# serializer_piso

**config.mk**
```make
export PLATFORM = sky130hd
export DESIGN_NAME = serializer_piso
export DESIGN_NICKNAME = d
export VERILOG_FILES = /design/src/rtl/serializer_pkg.sv /design/src/rtl/serializer_clk_div.sv /design/src/rtl/serializer_piso.sv
export SDC_FILE = /design/constraint.sdc
export NUM_CORES = 1
export LEC_CHECK = 0
export CAP_MARGIN = 30
export CORE_MARGIN = 5
export CORE_UTILIZATION = 43
export DETAILED_ROUTE_END_ITERATION = 8
export GPL_TIMING_DRIVEN = 1
export HOLD_SLACK_MARGIN = 0.15
export PLACE_DENSITY = 0.75
export SYNTH_ARGS = -nofsm -noshare
export SYNTH_HDL_FRONTEND = slang
export SYNTH_HIERARCHICAL = 1
export SYNTH_SLANG_ARGS = --single-unit
```
**constraint.sdc**
```tcl
create_clock -name CLK -period 2 [get_ports CLK]
set_input_delay 0.4 -clock CLK [delete_from_list [all_inputs] [get_ports CLK]]
set_output_delay 0.4 -clock CLK [all_outputs]
set_load 0.1 [all_outputs]
```
**src/rtl/serializer_pkg.sv**
```systemverilog
// Shared types and helpers for the parametrised PISO serializer.
package serializer_pkg;

  typedef enum logic [1:0] {
    IDLE   = 2'd0,
    SHIFT  = 2'd1,
    PARITY = 2'd2
  } state_e;

  localparam logic DATA_OUT_IDLE = 1'b0;

  // Counter width able to hold values up to n (one spare bit of headroom).
  function automatic int cnt_width(input int n);
    return $clog2(n) + 1;
  endfunction

endpackage

```
**src/rtl/serializer_clk_div.sv**
```systemverilog
// Bit-rate divider: bit_tick fires on every CLK_DIV-th enabled cycle.
module serializer_clk_div
  import serializer_pkg::*;
#(
  parameter int CLK_DIV = 1
) (
  input  logic CLK,
  input  logic rst,
  input  logic en,
  input  logic clear,
  output logic bit_tick
);

  localparam int DIV_W = cnt_width(CLK_DIV);

  logic [DIV_W-1:0] div_cnt_q, div_cnt_d;

  always_comb begin
    bit_tick  = en && (div_cnt_q == DIV_W'(CLK_DIV - 1));
    div_cnt_d = div_cnt_q;
    if (clear || bit_tick) begin
      div_cnt_d = '0;
    end else if (en) begin
      div_cnt_d = div_cnt_q + DIV_W'(1);
    end
  end

  always_ff @(posedge CLK) begin
    if (rst) begin
      div_cnt_q <= '0;
    end else begin
      div_cnt_q <= div_cnt_d;
    end
  end

endmodule

```
**src/rtl/serializer_piso.sv**
```systemverilog
// Parallel-in/serial-out serializer with MSB/LSB ordering, send pause and sticky overrun.
// Optional trailing even-parity bit when SERIALIZER_PARITY_EN is defined.
module serializer_piso
  import serializer_pkg::*;
#(
  parameter int WIDTH     = 12,
  parameter int CLK_DIV   = 1,
  parameter int LSB_FIRST = 0
) (
  input  logic             CLK,
  input  logic             rst,
  input  logic             load,
  input  logic             send,
  input  logic [WIDTH-1:0] data_in,
  output logic             ready,
  output logic             busy,
  output logic             data_out,
  output logic             done,
  output logic             overrun,
  output logic [WIDTH-1:0] temp_data_out
);

  localparam int BIT_W = cnt_width(WIDTH);

  state_e           state_q, state_d;
  logic [WIDTH-1:0] shreg_q, shreg_d;
  logic [BIT_W-1:0] bit_cnt_q, bit_cnt_d;
  logic             done_q, done_d;
  logic             overrun_q, overrun_d;
  logic             bit_tick;
  logic             head_bit;
  logic             last_bit;
`ifdef SERIALIZER_PARITY_EN
  logic             parity_q, parity_d;
`endif

  assign ready         = (state_q == IDLE);
  assign busy          = ~ready;
  assign done          = done_q;
  assign overrun       = overrun_q;
  assign temp_data_out = shreg_q;

  serializer_clk_div #(
    .CLK_DIV (CLK_DIV)
  ) u_clk_div (
    .CLK      (CLK),
    .rst      (rst),
    .en       (send & busy),
    .clear    (ready),
    .bit_tick (bit_tick)
  );

  assign head_bit = (LSB_FIRST != 0) ? shreg_q[0] : shreg_q[WIDTH-1];
  assign last_bit = (bit_cnt_q == BIT_W'(WIDTH - 1));

  always_comb begin
    state_d   = state_q;
    shreg_d   = shreg_q;
    bit_cnt_d = bit_cnt_q;
    done_d    = 1'b0;
    overrun_d = overrun_q;
    data_out  = DATA_OUT_IDLE;
`ifdef SERIALIZER_PARITY_EN
    parity_d  = parity_q;
`endif
    case (state_q)
      IDLE: begin
        if (load) begin
          shreg_d   = data_in;
          bit_cnt_d = '0;
          state_d   = SHIFT;
`ifdef SERIALIZER_PARITY_EN
          parity_d  = ^data_in;
`endif
        end
      end
      SHIFT: begin
        data_out = head_bit;
        if (load) overrun_d = 1'b1;
        if (bit_tick) begin
          // Zero-fill so the register reads all-zero once the word is out.
          shreg_d   = (LSB_FIRST != 0) ? (shreg_q >> 1) : (shreg_q << 1);
          bit_cnt_d = bit_cnt_q + BIT_W'(1);
          if (last_bit) begin
            bit_cnt_d = '0;
`ifdef SERIALIZER_PARITY_EN
            state_d   = PARITY;
`else
            state_d   = IDLE;
            done_d    = 1'b1;
`endif
          end
        end
      end
`ifdef SERIALIZER_PARITY_EN
      PARITY: begin
        data_out = parity_q;
        if (load) overrun_d = 1'b1;
        if (bit_tick) begin
          state_d = IDLE;
          done_d  = 1'b1;
        end
      end
`endif
      default: state_d = IDLE;
    endcase
  end

  always_ff @(posedge CLK) begin
    if (rst) begin
      state_q   <= IDLE;
      shreg_q   <= '0;
      bit_cnt_q <= '0;
      done_q    <= 1'b0;
      overrun_q <= 1'b0;
`ifdef SERIALIZER_PARITY_EN
      parity_q  <= 1'b0;
`endif
    end else begin
      state_q   <= state_d;
      shreg_q   <= shreg_d;
      bit_cnt_q <= bit_cnt_d;
      done_q    <= done_d;
      overrun_q <= overrun_d;
`ifdef SERIALIZER_PARITY_EN
      parity_q  <= parity_d;
`endif
    end
  end

endmodule
```
# uart_rx_port

==> config.mk <==
export PLATFORM = sky130hd
export DESIGN_NAME = uart_rx_port
export DESIGN_NICKNAME = d
export VERILOG_FILES = /design/src/rtl/uart_rx_port.sv
export SDC_FILE = /design/constraint.sdc
export NUM_CORES = 1
export LEC_CHECK = 0
export ABC_AREA = 0
export CAP_MARGIN = 20
export CORE_UTILIZATION = 30
export CTS_CLUSTER_DIAMETER = 200
export CTS_CLUSTER_SIZE = 40
export DETAILED_ROUTE_END_ITERATION = 7
export PLACE_DENSITY_LB_ADDON = 0.05
export REMOVE_ABC_BUFFERS = 1
export SYNTH_ARGS = -nofsm -noshare
export SYNTH_HDL_FRONTEND = slang
export SYNTH_SLANG_ARGS = --single-unit
==> constraint.sdc <==
create_clock -name clk -period 5.8 [get_ports clk]
set_clock_uncertainty 0.05 [all_clocks]
set_input_delay 1.16 -clock clk [delete_from_list [all_inputs] [get_ports clk]]
set_output_delay 1.16 -clock clk [all_outputs]
set_load 0.005 [all_outputs]
==> src/rtl/uart_rx_port.sv <==
// uart_rx_port
// Memory-mapped UART receiver for the LC3 I/O space. It deserializes 8N1 or
// 8-bit-plus-parity frames from rxd. The received byte is held in UARTRDR.
// Ready, interrupt-enable, overrun, parity-error and framing-error flags are
// held in UARTRSR.
//
// Ports:
//   clk, rst_n          system clock, asynchronous active-low reset
//   rxd                 serial line (idles high, asynchronous to clk)
//   parity_en           frame carries a parity bit after the data bits
//   parity_kind         0 = even parity, 1 = odd parity
//   MDR                 write data for UARTRSR
//   LD_UARTRSR          status-register write strobe
//   RD_UARTRDR          CPU read of UARTRDR (clears ready and error flags)
//   UARTRDR             {8'h00, received byte}
//   UARTRSR             {ready, ie, overrun, parity err, framing err, 11'b0}
//   IRQ                 ready & interrupt enable
//   rx_busy             receiver FSM is not idle
module uart_rx_port #(
  parameter int CLKS_PER_BIT = 434
) (
  input  logic        clk,
  input  logic        rst_n,
  input  logic        rxd,
  input  logic        parity_en,
  input  logic        parity_kind,
  input  logic [15:0] MDR,
  input  logic        LD_UARTRSR,
  input  logic        RD_UARTRDR,
  output logic [15:0] UARTRDR,
  output logic [15:0] UARTRSR,
  output logic        IRQ,
  output logic        rx_busy
);

  localparam int            CW   = $clog2(CLKS_PER_BIT);
  localparam logic [CW-1:0] HALF = CW'(CLKS_PER_BIT / 2);
  localparam logic [CW-1:0] FULL = CW'(CLKS_PER_BIT - 1);

  typedef enum logic [2:0] {
    S_IDLE, S_START, S_DATA, S_PARITY, S_STOP, S_BREAK
  } state_e;

  logic          sync1_q, sync2_q, sync3_q;
  logic [1:0]    warm_q;
  logic          armed_q;
  logic          rxS, fallEdge;

  state_e        state_q;
  logic [CW-1:0] cnt_q;
  logic [2:0]    idx_q;
  logic [7:0]    shift_q;
  logic          parErr_q;

  logic          deliver, stopErr;
  logic          rdy_q, ie_q, ovr_q, perr_q, ferr_q;
  logic          rdy_d, ie_d, ovr_d, perr_d, ferr_d;
  logic [7:0]    rdr_q, rdr_d;

  logic          unusedMdr;
  assign unusedMdr = ^{MDR[15], MDR[10:0]};

  // The synchronizer flops reset to 1. A line that is already low when
  // reset is released would otherwise look like a falling edge. Start
  // detection is therefore armed only after the synchronized line has been
  // seen high once the flops hold real samples.
  always_ff @(posedge clk or negedge rst_n) begin
    if (!rst_n) begin
      sync1_q <= 1'b1;
      sync2_q <= 1'b1;
      sync3_q <= 1'b1;
      warm_q  <= 2'd0;
      armed_q <= 1'b0;
    end else begin
      sync1_q <= rxd;
      sync2_q <= sync1_q;
      sync3_q <= sync2_q;
      if (warm_q != 2'd3) warm_q <= warm_q + 2'd1;
      if (warm_q >= 2'd2 && sync2_q) armed_q <= 1'b1;
    end
  end

  assign rxS      = sync2_q;
  assign fallEdge = armed_q & sync3_q & ~sync2_q;

  // Frame FSM: cnt_q counts clocks down to the next sample point. The first
  // load of half a bit period centres every later sample inside its bit.
  always_ff @(posedge clk or negedge rst_n) begin
    if (!rst_n) begin
      state_q  <= S_IDLE;
      cnt_q    <= '0;
      idx_q    <= 3'd0;
      shift_q  <= 8'h00;
      parErr_q <= 1'b0;
    end else begin
      case (state_q)
        S_IDLE: begin
          if (fallEdge) begin
            cnt_q   <= HALF;
            state_q <= S_START;
          end
        end
        S_START: begin
          if (cnt_q == '0) begin
            if (rxS) begin
              state_q <= S_IDLE;
            end else begin
              cnt_q    <= FULL;
              idx_q    <= 3'd0;
              parErr_q <= 1'b0;
              state_q  <= S_DATA;
            end
          end else begin
            cnt_q <= cnt_q - CW'(1);
          end
        end
        S_DATA: begin
          if (cnt_q == '0) begin
            shift_q <= {rxS, shift_q[7:1]};
            cnt_q   <= FULL;
            if (idx_q == 3'd7) state_q <= parity_en ? S_PARITY : S_STOP;
            else               idx_q   <= idx_q + 3'd1;
          end else begin
            cnt_q <= cnt_q - CW'(1);
          end
        end
        S_PARITY: begin
          if (cnt_q == '0) begin
            parErr_q <= ((^shift_q) ^ rxS) != parity_kind;
            cnt_q    <= FULL;
            state_q  <= S_STOP;
          end else begin
            cnt_q <= cnt_q - CW'(1);
          end
        end
        S_STOP: begin
          if (cnt_q == '0) state_q <= rxS ? S_IDLE : S_BREAK;
          else             cnt_q   <= cnt_q - CW'(1);
        end
        S_BREAK: begin
          if (rxS) state_q <= S_IDLE;
        end
        default: state_q <= S_IDLE;
      endcase
    end
  end

  // Delivery coincides with the stop-bit sample edge. Ready is therefore
  // visible in the cycle after the stop sample.
  assign deliver = (state_q == S_STOP) && (cnt_q == '0);
  assign stopErr = ~rxS;

  // Status update ordering: a CPU read clears first. Software writes apply
  // next. Delivery applies last, so its error bits override a
  // write-1-to-clear, and a read in the same cycle avoids an overrun.
  always_comb begin
    rdy_d  = rdy_q;
    ie_d   = ie_q;
    ovr_d  = ovr_q;
    perr_d = perr_q;
    ferr_d = ferr_q;
    rdr_d  = rdr_q;
    if (RD_UARTRDR) begin
      rdy_d  = 1'b0;
      ovr_d  = 1'b0;
      perr_d = 1'b0;
      ferr_d = 1'b0;
    end
    if (LD_UARTRSR) begin
      ie_d = MDR[14];
      if (MDR[13]) ovr_d  = 1'b0;
      if (MDR[12]) perr_d = 1'b0;
      if (MDR[11]) ferr_d = 1'b0;
    end
    if (deliver) begin
      if (!rdy_d) begin
        rdr_d  = shift_q;
        rdy_d  = 1'b1;
        perr_d = perr_d | parErr_q;
        ferr_d = ferr_d | stopErr;
      end else begin
        ovr_d = 1'b1;
      end
    end
  end

  // Status and data registers.
  always_ff @(posedge clk or negedge rst_n) begin
    if (!rst_n) begin
      rdy_q  <= 1'b0;
      ie_q   <= 1'b0;
      ovr_q  <= 1'b0;
      perr_q <= 1'b0;
      ferr_q <= 1'b0;
      rdr_q  <= 8'h00;
    end else begin
      rdy_q  <= rdy_d;
      ie_q   <= ie_d;
      ovr_q  <= ovr_d;
      perr_q <= perr_d;
      ferr_q <= ferr_d;
      rdr_q  <= rdr_d;
    end
  end

  assign UARTRDR = {8'h00, rdr_q};
  assign UARTRSR = {rdy_q, ie_q, ovr_q, perr_q, ferr_q, 11'b0};
  assign IRQ     = rdy_q & ie_q;
  assign rx_busy = (state_q != S_IDLE);

endmodule
# im_fetch_unit_flat

$ cat config.mk
export PLATFORM = sky130hd
export DESIGN_NAME = im_fetch_unit_flat
export DESIGN_NICKNAME = d
export VERILOG_FILES = /design/src/rtl/im_pkg.sv /design/src/rtl/im_fetch_unit_if.sv /design/src/rtl/im_fetch_unit.sv /design/src/flat_wrapper.sv
export SDC_FILE = /design/constraint.sdc
export NUM_CORES = 1
export LEC_CHECK = 0
export CAP_MARGIN = 20
export CORE_MARGIN = 2
export CORE_UTILIZATION = 35
export CTS_BUF_LIST = sky130_fd_sc_hd__clkbuf_4 sky130_fd_sc_hd__clkbuf_8 sky130_fd_sc_hd__clkbuf_16
export CTS_CLUSTER_DIAMETER = 60
export DETAILED_ROUTE_END_ITERATION = 10
export PLACE_DENSITY = 0.77
export SETUP_SLACK_MARGIN = 0.2
export SLEW_MARGIN = 5
export SYNTH_ARGS = -nofsm -noshare
export SYNTH_HDL_FRONTEND = slang
export SYNTH_SLANG_ARGS = --single-unit
$ cat constraint.sdc
create_clock -name clk -period 2.4 [get_ports clk]
set_input_delay 0.48 -clock clk [delete_from_list [all_inputs] [get_ports clk]]
set_output_delay 0.48 -clock clk [all_outputs]
set_load 0.05 [all_outputs]
$ cat src/rtl/im_pkg.sv
// Shared types and constants for the instruction-memory fetch path:
// fetch FSM states, IM request bundle, debug view and the address range check.
package im_pkg;

  localparam logic [31:0] IM_BASE_ADDR = 32'h0100_0000;
  localparam int unsigned IM_WORDS     = 1024;
  localparam int unsigned INSTR_W      = 32;

  typedef enum logic [2:0] {
    IDLE = 3'd0,
    REQ  = 3'd1,
    WAIT = 3'd2,
    HOLD = 3'd3,
    ERR  = 3'd4
  } fetch_state_t;

  typedef struct packed {
    logic [31:0]        addr;
    logic               ren;
    logic               wen;
    logic [INSTR_W-1:0] wdata;
    logic               valid;
    logic               clr;
  } im_req_t;

  typedef struct packed {
    fetch_state_t state;
    logic         pc_in_range;
  } fetch_dbg_t;

  // True when addr is a word-aligned address inside [base, base + words*4).
  function automatic logic im_range_chk(input logic [31:0] addr,
                                        input logic [31:0] base,
                                        input int unsigned words);
    logic [32:0] lim;
    lim = {1'b0, base} + (33'(words) << 2);
    return (addr >= base) && ({1'b0, addr} < lim) && (addr[1:0] == 2'b00);
  endfunction

endpackage

$ cat src/rtl/im_fetch_unit_if.sv
// Instruction-memory port bundle: the fetch unit is the master, the memory the slave.
// Handshake: I_valid is a one-cycle strobe with instr_REn/instr_Raddr; R_instr/I_err are valid a fixed latency later.
interface im_fetch_unit_if;
  logic [31:0] instr_Raddr;
  logic        instr_REn;
  logic        instr_WEn;
  logic [31:0] W_instr;
  logic        I_valid;
  logic        I_clr;
  logic [31:0] R_instr;
  logic        I_err;

  modport master (
    output instr_Raddr, instr_REn, instr_WEn, W_instr, I_valid, I_clr,
    input  R_instr, I_err
  );

  modport slave (
    input  instr_Raddr, instr_REn, instr_WEn, W_instr, I_valid, I_clr,
    output R_instr, I_err
  );
endinterface

$ cat src/rtl/im_fetch_unit.sv
// Single-outstanding instruction fetch: strobes one IM read, waits RSP_LAT cycles, hands the word to decode.
// Optional local PC bound check when IM_FETCH_BOUND_CHK_EN is defined.
module im_fetch_unit
  import im_pkg::*;
#(
  parameter logic [31:0] RESET_PC = 32'h0100_0000,
  parameter logic [31:0] IM_BASE  = 32'h0100_0000,
  parameter int unsigned IM_WORDS = 1024,
  parameter int unsigned RSP_LAT  = 1
) (
  input  logic                 clk,
  input  logic                 rst_n,
  input  logic                 fetch_en,
  input  logic                 redirect_valid,
  input  logic [31:0]          redirect_pc,
  im_fetch_unit_if.master      im,
  output logic                 out_valid,
  input  logic                 out_ready,
  output logic [INSTR_W-1:0]   out_instr,
  output logic [31:0]          out_pc,
  output logic                 fetch_err,
  output logic [31:0]          err_addr,
  input  logic                 err_clr,
  output fetch_dbg_t           dbg_o
);

  fetch_state_t       state_q, state_d;
  logic [31:0]        pc_q, pc_d;
  logic [2:0]         cnt_q, cnt_d;
  logic               ov_q, ov_d;
  logic [INSTR_W-1:0] oi_q, oi_d;
  logic [31:0]        opc_q, opc_d;
  logic               ferr_q, ferr_d;
  logic [31:0]        eaddr_q, eaddr_d;
  im_req_t            req;
  logic               pc_in_range;
  logic               bound_fault;

  assign pc_in_range = im_range_chk(pc_q, IM_BASE, IM_WORDS);

`ifdef IM_FETCH_BOUND_CHK_EN
  assign bound_fault = !pc_in_range;
`else
  assign bound_fault = 1'b0;
`endif

  always_ff @(posedge clk or negedge rst_n) begin
    if (!rst_n) begin
      state_q <= IDLE;
      pc_q    <= RESET_PC;
      cnt_q   <= '0;
      ov_q    <= 1'b0;
      oi_q    <= '0;
      opc_q   <= '0;
      ferr_q  <= 1'b0;
      eaddr_q <= '0;
    end else begin
      state_q <= state_d;
      pc_q    <= pc_d;
      cnt_q   <= cnt_d;
      ov_q    <= ov_d;
      oi_q    <= oi_d;
      opc_q   <= opc_d;
      ferr_q  <= ferr_d;
      eaddr_q <= eaddr_d;
    end
  end

  always_comb begin
    state_d = state_q;
    pc_d    = pc_q;
    cnt_d   = cnt_q;
    ov_d    = ov_q;
    oi_d    = oi_q;
    opc_d   = opc_q;
    ferr_d  = ferr_q;
    eaddr_d = eaddr_q;
    req     = '0;

    case (state_q)
      IDLE: begin
        if (fetch_en && !ferr_q) state_d = REQ;
      end
      REQ: begin
        if (bound_fault) begin
          ferr_d  = 1'b1;
          eaddr_d = pc_q;
          state_d = ERR;
        end else begin
          req.valid = 1'b1;
          req.ren   = 1'b1;
          req.addr  = pc_q;
          cnt_d     = 3'(RSP_LAT);
          state_d   = WAIT;
        end
      end
      WAIT: begin
        cnt_d = cnt_q - 3'd1;
        if (cnt_q == 3'd1) begin
          if (im.I_err) begin
            ferr_d  = 1'b1;
            eaddr_d = pc_q;
            state_d = ERR;
          end else begin
            oi_d    = im.R_instr;
            opc_d   = pc_q;
            ov_d    = 1'b1;
            pc_d    = pc_q + 32'd4;
            state_d = HOLD;
          end
        end
      end
      HOLD: begin
        if (ov_q && out_ready) begin
          ov_d    = 1'b0;
          state_d = fetch_en ? REQ : IDLE;
        end
      end
      ERR: begin
        if (err_clr) begin
          ferr_d  = 1'b0;
          state_d = IDLE;
        end
      end
      default: state_d = IDLE;
    endcase

    // Redirect wins: any in-flight response or held word becomes stale.
    // In ERR only the PC moves; leaving ERR still needs err_clr.
    if (redirect_valid) begin
      pc_d = redirect_pc;
      ov_d = 1'b0;
      if (state_q != ERR) begin
        state_d = IDLE;
        cnt_d   = '0;
        oi_d    = oi_q;
        opc_d   = opc_q;
        ferr_d  = ferr_q;
        eaddr_d = eaddr_q;
      end
    end
  end

  assign im.instr_Raddr = req.addr;
  assign im.instr_REn   = req.ren;
  assign im.instr_WEn   = req.wen;
  assign im.W_instr     = req.wdata;
  assign im.I_valid     = req.valid;
  assign im.I_clr       = req.clr;

  assign out_valid = ov_q;
  assign out_instr = oi_q;
  assign out_pc    = opc_q;
  assign fetch_err = ferr_q;
  assign err_addr  = eaddr_q;

  assign dbg_o.state       = state_q;
  assign dbg_o.pc_in_range = pc_in_range;

endmodule

$ cat src/flat_wrapper.sv
// flat-port wrapper written by rule: the top's interface ports become plain ports
module im_fetch_unit_flat import im_pkg::*;
#(
  parameter logic [31:0] RESET_PC = 32'h0100_0000,
  parameter logic [31:0] IM_BASE  = 32'h0100_0000,
  parameter int unsigned IM_WORDS = 1024,
  parameter int unsigned RSP_LAT  = 1
)
  (clk, rst_n, fetch_en, redirect_valid, redirect_pc, out_valid, out_ready, out_instr, out_pc, fetch_err, err_addr, err_clr, dbg_o, im_instr_Raddr, im_instr_REn, im_instr_WEn, im_W_instr, im_I_valid, im_I_clr, im_R_instr, im_I_err);
  im_fetch_unit_if im_i ();
  input  logic clk;
  input  logic rst_n;
  input  logic fetch_en;
  input  logic redirect_valid;
  input  logic [31:0] redirect_pc;
  output logic out_valid;
  input  logic out_ready;
  output logic [INSTR_W-1:0] out_instr;
  output logic [31:0] out_pc;
  output logic fetch_err;
  output logic [31:0] err_addr;
  input  logic err_clr;
  output fetch_dbg_t dbg_o;
  output wire logic [$bits(im_i.instr_Raddr)-1:0] im_instr_Raddr;
  output wire logic [$bits(im_i.instr_REn)-1:0] im_instr_REn;
  output wire logic [$bits(im_i.instr_WEn)-1:0] im_instr_WEn;
  output wire logic [$bits(im_i.W_instr)-1:0] im_W_instr;
  output wire logic [$bits(im_i.I_valid)-1:0] im_I_valid;
  output wire logic [$bits(im_i.I_clr)-1:0] im_I_clr;
  input wire logic [$bits(im_i.R_instr)-1:0] im_R_instr;
  input wire logic [$bits(im_i.I_err)-1:0] im_I_err;
  assign im_instr_Raddr = im_i.instr_Raddr;
  assign im_instr_REn = im_i.instr_REn;
  assign im_instr_WEn = im_i.instr_WEn;
  assign im_W_instr = im_i.W_instr;
  assign im_I_valid = im_i.I_valid;
  assign im_I_clr = im_i.I_clr;
  assign im_i.R_instr = im_R_instr;
  assign im_i.I_err = im_I_err;
  im_fetch_unit #(.RESET_PC(RESET_PC), .IM_BASE(IM_BASE), .IM_WORDS(IM_WORDS), .RSP_LAT(RSP_LAT)) u_core (.clk(clk), .rst_n(rst_n), .fetch_en(fetch_en), .redirect_valid(redirect_valid), .redirect_pc(redirect_pc), .im(im_i), .out_valid(out_valid), .out_ready(out_ready), .out_instr(out_instr), .out_pc(out_pc), .fetch_err(fetch_err), .err_addr(err_addr), .err_clr(err_clr), .dbg_o(dbg_o));
endmodule
# cfg_write_arbiter

$ cat config.mk
export PLATFORM = sky130hd
export DESIGN_NAME = cfg_write_arbiter
export DESIGN_NICKNAME = d
export VERILOG_FILES = /design/src/rtl/cfg_write_arbiter.sv
export SDC_FILE = /design/constraint.sdc
export NUM_CORES = 1
export LEC_CHECK = 0
export CORE_MARGIN = 2
export CORE_UTILIZATION = 45
export DETAILED_ROUTE_END_ITERATION = 8
export PLACE_DENSITY = 0.85
export SLEW_MARGIN = 30
export SYNTH_ARGS = -nofsm -noshare
export SYNTH_HDL_FRONTEND = slang
export SYNTH_SLANG_ARGS = --single-unit
$ cat constraint.sdc
create_clock -name clk -period 2.3 [get_ports clk]
set_clock_uncertainty 0.1 [all_clocks]
set_input_delay 0.23 -clock clk [delete_from_list [all_inputs] [get_ports clk]]
set_output_delay 0.23 -clock clk [all_outputs]
set_load 0.05 [all_outputs]
$ cat src/rtl/cfg_write_arbiter.sv
// PWM configuration register bank with one write path shared by two valid/ready requesters.
// Port A is the SPI decoder and port B is the sequencer. Port B can be locked out of the bank.
module cfg_write_arbiter #(
  parameter bit FIXED_PRIORITY = 1'b0
) (
  input  logic       clk,
  input  logic       rst,
  input  logic       a_valid,
  input  logic [6:0] a_addr,
  input  logic [7:0] a_data,
  output logic       a_ready,
  input  logic       b_valid,
  input  logic [6:0] b_addr,
  input  logic [7:0] b_data,
  output logic       b_ready,
  output logic [7:0] en_reg_out_7_0,
  output logic [7:0] en_reg_out_15_8,
  output logic [7:0] en_reg_pwm_7_0,
  output logic [7:0] en_reg_pwm_15_8,
  output logic [7:0] pwm_duty_cycle,
  output logic       lock_b,
  output logic       wr_err,
  output logic       last_grant_b
);

  // Handshake: a requester holds valid/addr/data stable until its ready.
  // Ready is a one-cycle strobe in COMMIT, and the bank write happens at the end of that cycle.
  typedef enum logic {IDLE, COMMIT} state_t;

  state_t     state;
  state_t     state_next;
  logic       win_b;
  logic       win_b_next;
  logic [6:0] sel_addr;
  logic       drop_next;
  logic [6:0] hold_addr;
  logic [7:0] hold_data;
  logic       hold_err;

  always_comb begin
    state_next = state;
    win_b_next = win_b;
    case (state)
      IDLE: begin
        if (a_valid || b_valid) begin
          state_next = COMMIT;
          if (a_valid && b_valid)
            win_b_next = FIXED_PRIORITY ? 1'b0 : !last_grant_b;
          else
            win_b_next = b_valid;
        end
      end
      COMMIT: state_next = IDLE;
      default: state_next = IDLE;
    endcase
  end

  // The drop decision is taken at grant time.
  // lock_b cannot change while a write is pending.
  assign sel_addr  = win_b_next ? b_addr : a_addr;
  assign drop_next = (sel_addr > 7'h05) || (win_b_next && lock_b);

  // Reset during COMMIT withdraws the strobe, so the requester re-presents the write.
  assign a_ready = (state == COMMIT) && !win_b && !rst;
  assign b_ready = (state == COMMIT) && win_b && !rst;
  assign wr_err  = (state == COMMIT) && hold_err && !rst;

  always_ff @(posedge clk) begin
    if (rst) begin
      state           <= IDLE;
      win_b           <= 1'b0;
      hold_addr       <= 7'h00;
      hold_data       <= 8'h00;
      hold_err        <= 1'b0;
      en_reg_out_7_0  <= 8'h00;
      en_reg_out_15_8 <= 8'h00;
      en_reg_pwm_7_0  <= 8'h00;
      en_reg_pwm_15_8 <= 8'h00;
      pwm_duty_cycle  <= 8'h00;
      lock_b          <= 1'b0;
      last_grant_b    <= 1'b1;
    end else begin
      state <= state_next;
      if (state == IDLE && state_next == COMMIT) begin
        win_b     <= win_b_next;
        hold_addr <= sel_addr;
        hold_data <= win_b_next ? b_data : a_data;
        hold_err  <= drop_next;
      end
      if (state == COMMIT) begin
        last_grant_b <= win_b;
        if (!hold_err) begin
          case (hold_addr)
            7'h00:   en_reg_out_7_0  <= hold_data;
            7'h01:   en_reg_out_15_8 <= hold_data;
            7'h02:   en_reg_pwm_7_0  <= hold_data;
            7'h03:   en_reg_pwm_15_8 <= hold_data;
            7'h04:   pwm_duty_cycle  <= hold_data;
            7'h05:   lock_b          <= hold_data[0];
            default: ;
          endcase
        end
      end
    end
  end

endmodule

Figure 1. Placement by cell class (im_fetch_unit_flat).
Scale: 2 px per um.
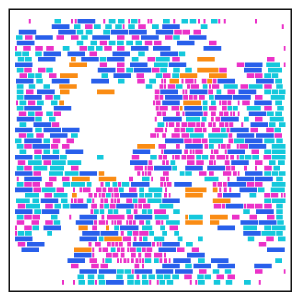
legend:
  cyan:
    class: other buffers and delay cells
    cells: 272
  orange:
    class: clock drivers and dummy loads
    cells: 32
  magenta:
    class: combinational and other logic
    cells: 406
  blue:
    class: flops
    cells: 136
Core ar.: 0.0181 mm^2
total number of placement rows: 49
register share of the cell area: 32.6%
Post-Layout Inst Area: 0.0105 mm^2

==> flow_metrics.env, im_fetch_unit_flat <==
# implementation run metrics
export IMPL_fin_ws_ns=-0.0443
export IMPL_timing_fmax_ghz=0.409
export IMPL_finalSetupTns_ns=-0.153
export IMPL_hold_viol_final=5
export IMPL_final_max_slew_viol_count=0
export IMPL_failed_checks="hold timing, setup timing"
export IMPL_path_buffers=2
export IMPL_worst_skew_pair_late_latency_ns=0.42
export IMPL_critical_path_endpoint_type="register"
export IMPL_setup_viol_count_final=6
export IMPL_nonClkBufAreaFrac_pct=29.1
export IMPL_use_met1_pct=27.1
export IMPL_critPathMaxStageDelay_ns=0.65
export IMPL_result_of_the_run="complete, but fails checks"
export IMPL_route_detailed_drc=0
export IMPL_route_final_wire_length_mm=21.1
export IMPL_routedLengthMet1_mm=8.81
export IMPL_num_vias=5770
export IMPL_setup_reg_to_reg_worst_slack_ns=-0.04
export IMPL_critical_path_startpoint="u_core.cnt_q[1]"
export IMPL_drt_pass1_iterations=6
export IMPL_finalHoldWorstSlack_ns=-0.00185
export IMPL_antenna_cells=0
export IMPL_grt_max_degree=50
## im_fetch_unit_flat: flip-flops by register name, indices dropped and copies added (netlist names)
name and flops:
u_core.out_pc 32, u_core.err_addr 32, u_core.cnt_q 3, u_core.out_instr 32
u_core.out_valid 1, u_core.state_q 3, u_core.pc_q 32, u_core.fetch_err 1
## im_fetch_unit_flat: where the power goes
group | internal [uW] | switching (uW) | total [uW]
clock | 1680 | 982 | 2670
sequential | 2340 | 79.2 | 2420
combinational | 214 | 348 | 563
Figure 2. Clock network drawn from the DEF (uart_rx_port).
Scale: 3 px per um.
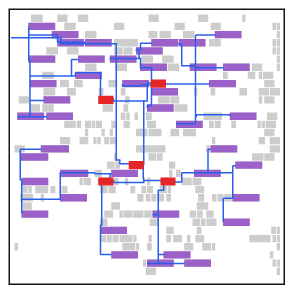
legend:
  red:
    item: clock drivers
    count: 5
  blue:
    item: clock wires
    length: 621 um
  purple:
    item: flip-flops
    count: 43
routed clock nets: 6
P_clk: 191 uW
insertion delay at the late pin of the worst-skew pair: 0.30 ns
clock share of power: 23.3%

==> flow_metrics.env, uart_rx_port <==
# implementation run metrics
export IMPL_result_of_the_run="complete, no violations"
export IMPL_setup_viol_count_final=0
export IMPL_globalplace_congestion=0.678
export IMPL_num_nets_final=270
export IMPL_timing_max_cap_violations=0
export IMPL_die_width_um=91.2
export IMPL_synth_yosys_warnings=0
export IMPL_routedLengthMet1_mm=2.37
export IMPL_yosys_cell_count_top_type="sky130_fd_sc_hd__dfrtp_1"
export IMPL_route_detailed_drc=0
export IMPL_post_synth_ao_oa_area_fraction_pct=12.4
export IMPL_critical_path_peak_fanout=14
export IMPL_ys_chip_area_mm2=0.00238
export IMPL_post_synthesis_share_of_cell_area_spent_on_xor_and_xnor_gates_pct=4.98
export IMPL_cts_sinks=43
export IMPL_holdCritPathClass="register to register"
export IMPL_grt_setup_unrepaired="no"
export IMPL_hpwl_mm=3.20
export IMPL_total_stage_count_of_the_critical_path=3
export IMPL_finalInstanceArea_mm2=0.00272
export IMPL_adder_share_pct=3.15
export IMPL_ff2ff_path_depth=6
export IMPL_p_int_uw=526
export IMPL_largestRegisters="cnt_q x9, rdr_q x8, shift_q x8"
export IMPL_fraction_of_layout_instances_using_a_drive_strength_above_1_pct=14.0
export IMPL_setup_reg_to_reg_worst_slack_ns=3.42
export IMPL_synth_top_cell_by_area="sky130_fd_sc_hd__dfrtp_1"
export IMPL_chip_area_mm2=0.00831
export IMPL_crit_reg2reg_capture="cnt_q[3]"
export IMPL_power_sequential_total_uw=393
export IMPL_drt_antenna_violating_nets=0
[uart_rx_port: through the flow]
step           hold slack [ns]  total power (uW)  setup WS (ns)
2_1_floorplan            0.295               555           3.56
3_5_place_dp             0.297               634           2.84
6_report                 0.307               819           2.54
5_1_grt                  0.313               884           2.42
4_1_cts                  0.310               833           2.50
3_3_place_gp             0.296               635           2.85
[uart_rx_port: cell type report]
class	count	area [um^2]
flip-flops and latches	43	1080
well taps	102	128
clock inverters	3	20.0
fillers	785	5000
clock buffers	5	68.8
repair buffers	26	265
inverters	10	37.5
multi-input cells	155	1120
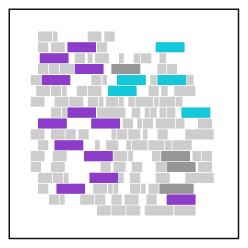
Figure 3: serializer_piso, register map, names as in the netlist.
Scale: 4 px per um.
legend:
  cyan:
    name_in_the_netlist: `bit_cnt_q`
    placed_flops: 5
  purple:
    name_in_the_netlist: `temp_data_out`
    placed_flops: 12
not colored: 4

==> flow_metrics.env, serializer_piso <==
# implementation run metrics
export IMPL_result_of_the_run="complete, no violations"
export IMPL_nonClkBufAreaFrac_pct=28.7
export IMPL_logic_area_um2=480
export IMPL_cts_setup_buffers=0
export IMPL_critical_path_endpoint_type="output pin"
export IMPL_drt_initial_drc_count=12
export IMPL_powerComb_uw=398
export IMPL_ys_chip_area_um2=947
export IMPL_well_tap_count=28
export IMPL_clock_net_power_uw=215
export IMPL_layout_area_seq_um2=424
export IMPL_hpwl_mm=1.81
export IMPL_clkTransAtPathRegs_ns=0.13
export IMPL_layout_top_cell="sky130_fd_sc_hd__buf_4"
export IMPL_timing_fmax_ghz=0.551
export IMPL_postCtsResizedCells=0
export IMPL_detail_route_vias_per_cell=5.30
export IMPL_cp_data_required_time_ns=1.60
export IMPL_yosys_cell_count_top_type="sky130_fd_sc_hd__dfxtp_1"
export IMPL_power_sequential_total_uw=472
export IMPL_grt_max_degree=14
==> serializer_piso: per-layer routing <==
metal	global-route usage [%]	up-vias	wire length, um
li1	-	434	-
met1	15.8	402	916
met2	26.1	34	1150
met3	6.33	4	203
met4	3.97	0	25
met5	0	-	0
==> serializer_piso: final timing paths <==
kind | to | slack [ns] | cells after the start
max | ready | 0.18 | 3
min | overrun | 0.48 | 2
max reg2reg | bit_cnt_q[4] | 0.34 | 5
min reg2reg | overrun | 0.48 | 2
Figure 4. Clock network drawn from the DEF (cfg_write_arbiter).
Scale: 4 px per um.
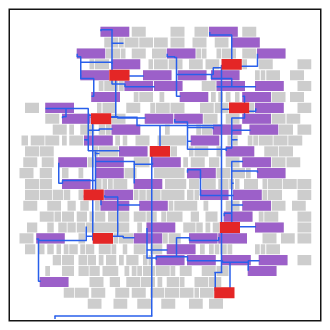
legend:
  blue:
    item: clock wires
    length: 696 um
  purple:
    item: flip-flops
    count: 60
  red:
    item: clock drivers
    count: 9
routed clock nets: 10

==> flow_metrics.env, cfg_write_arbiter <==
# implementation run metrics
export IMPL_critical_path_cell_list="or4b_1, or3_1, mux2i_1, nor2_1"
export IMPL_layout_filler_cells=421
export IMPL_fin_cells=411
export IMPL_num_vias=2166
export IMPL_powerComb_uw=285
export IMPL_timing_fmax_ghz=0.474
export IMPL_top_level_ports=79
export IMPL_edf_count=0
export IMPL_drt_antenna_violating_nets=0
export IMPL_setup_viol_count_final=0
export IMPL_primary_ff_master_synth="sky130_fd_sc_hd__dfxtp_1"
export IMPL_finalInstanceArea_mm2=0.00351
export IMPL_timing_max_cap_violations=0
export IMPL_result_of_the_run="complete, no violations"
export IMPL_layout_area_overhead_vs_synth_pct=44.2
export IMPL_comb_cell_share_pct=33.0
export IMPL_finalHoldWorstSlack_ns=0.269
export IMPL_numSequentialCells=60
export IMPL_netlist_area_leader_share_pct=49.4
export IMPL_cp_data_required_time_ns=2.40
export IMPL_setup_reg_to_reg_worst_slack_ns=0.19
export IMPL_register_share_of_the_cell_area_pct=34.3
export IMPL_overflow=0
export IMPL_met2_layer_wire_length_in_the_routed_design_mm=2.95
export IMPL_final_clk_cell_share_pct=5.25
export IMPL_routedWlPerCell_um=15.2
==> cfg_write_arbiter: registers in the layout (all words and copies together), names as in the netlist <==
name             cells
en_reg_pwm_15_8      8
en_reg_out_7_0       8
last_grant_b         1
en_reg_pwm_7_0       8
pwm_duty_cycle       8
hold_addr            7
hold_data            8
state                1
hold_err             1
win_b                1
lock_b               1
en_reg_out_15_8      8


## Gallery

Placement by cell class.
Plate I
Scale: 4 px per um.
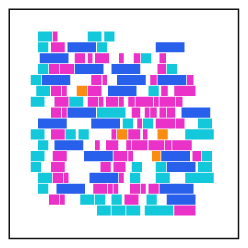
Plate II
Scale: 3 px per um.
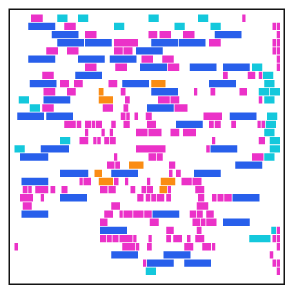
Plate III
Scale: 4 px per um.
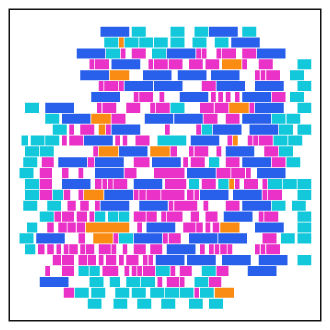
Plate I is serializer_piso.
Plate III is cfg_write_arbiter.
Plate II is uart_rx_port.


## Gallery

Port wiring.
panel A
Scale: 4 px per um.
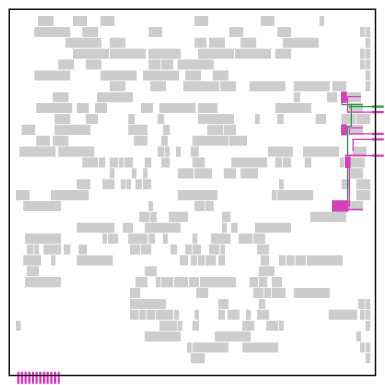
panel B
Scale: 6 px per um.
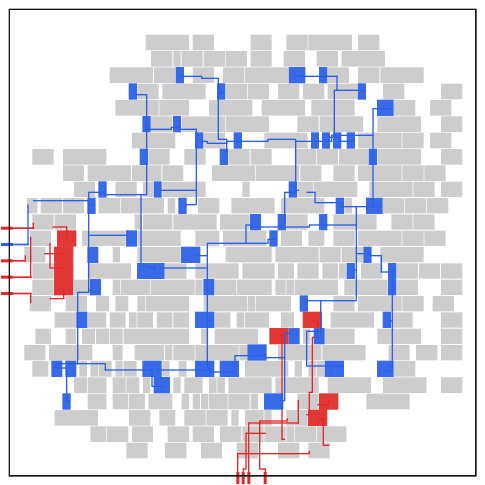
panel C
Scale: 8 px per um.
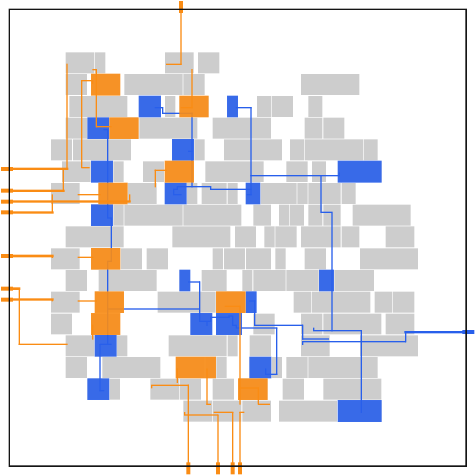
panel D
Scale: 3 px per um.
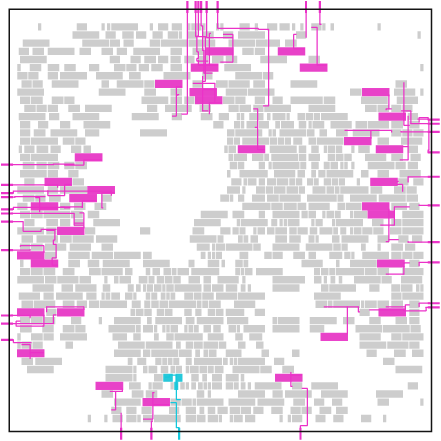
- panel D = im_fetch_unit_flat
- panel A = uart_rx_port
- panel C = serializer_piso
- panel B = cfg_write_arbiter
Of these, largest die: panel D

Power figures rest on the tool's default switching activity, not on a simulated workload.
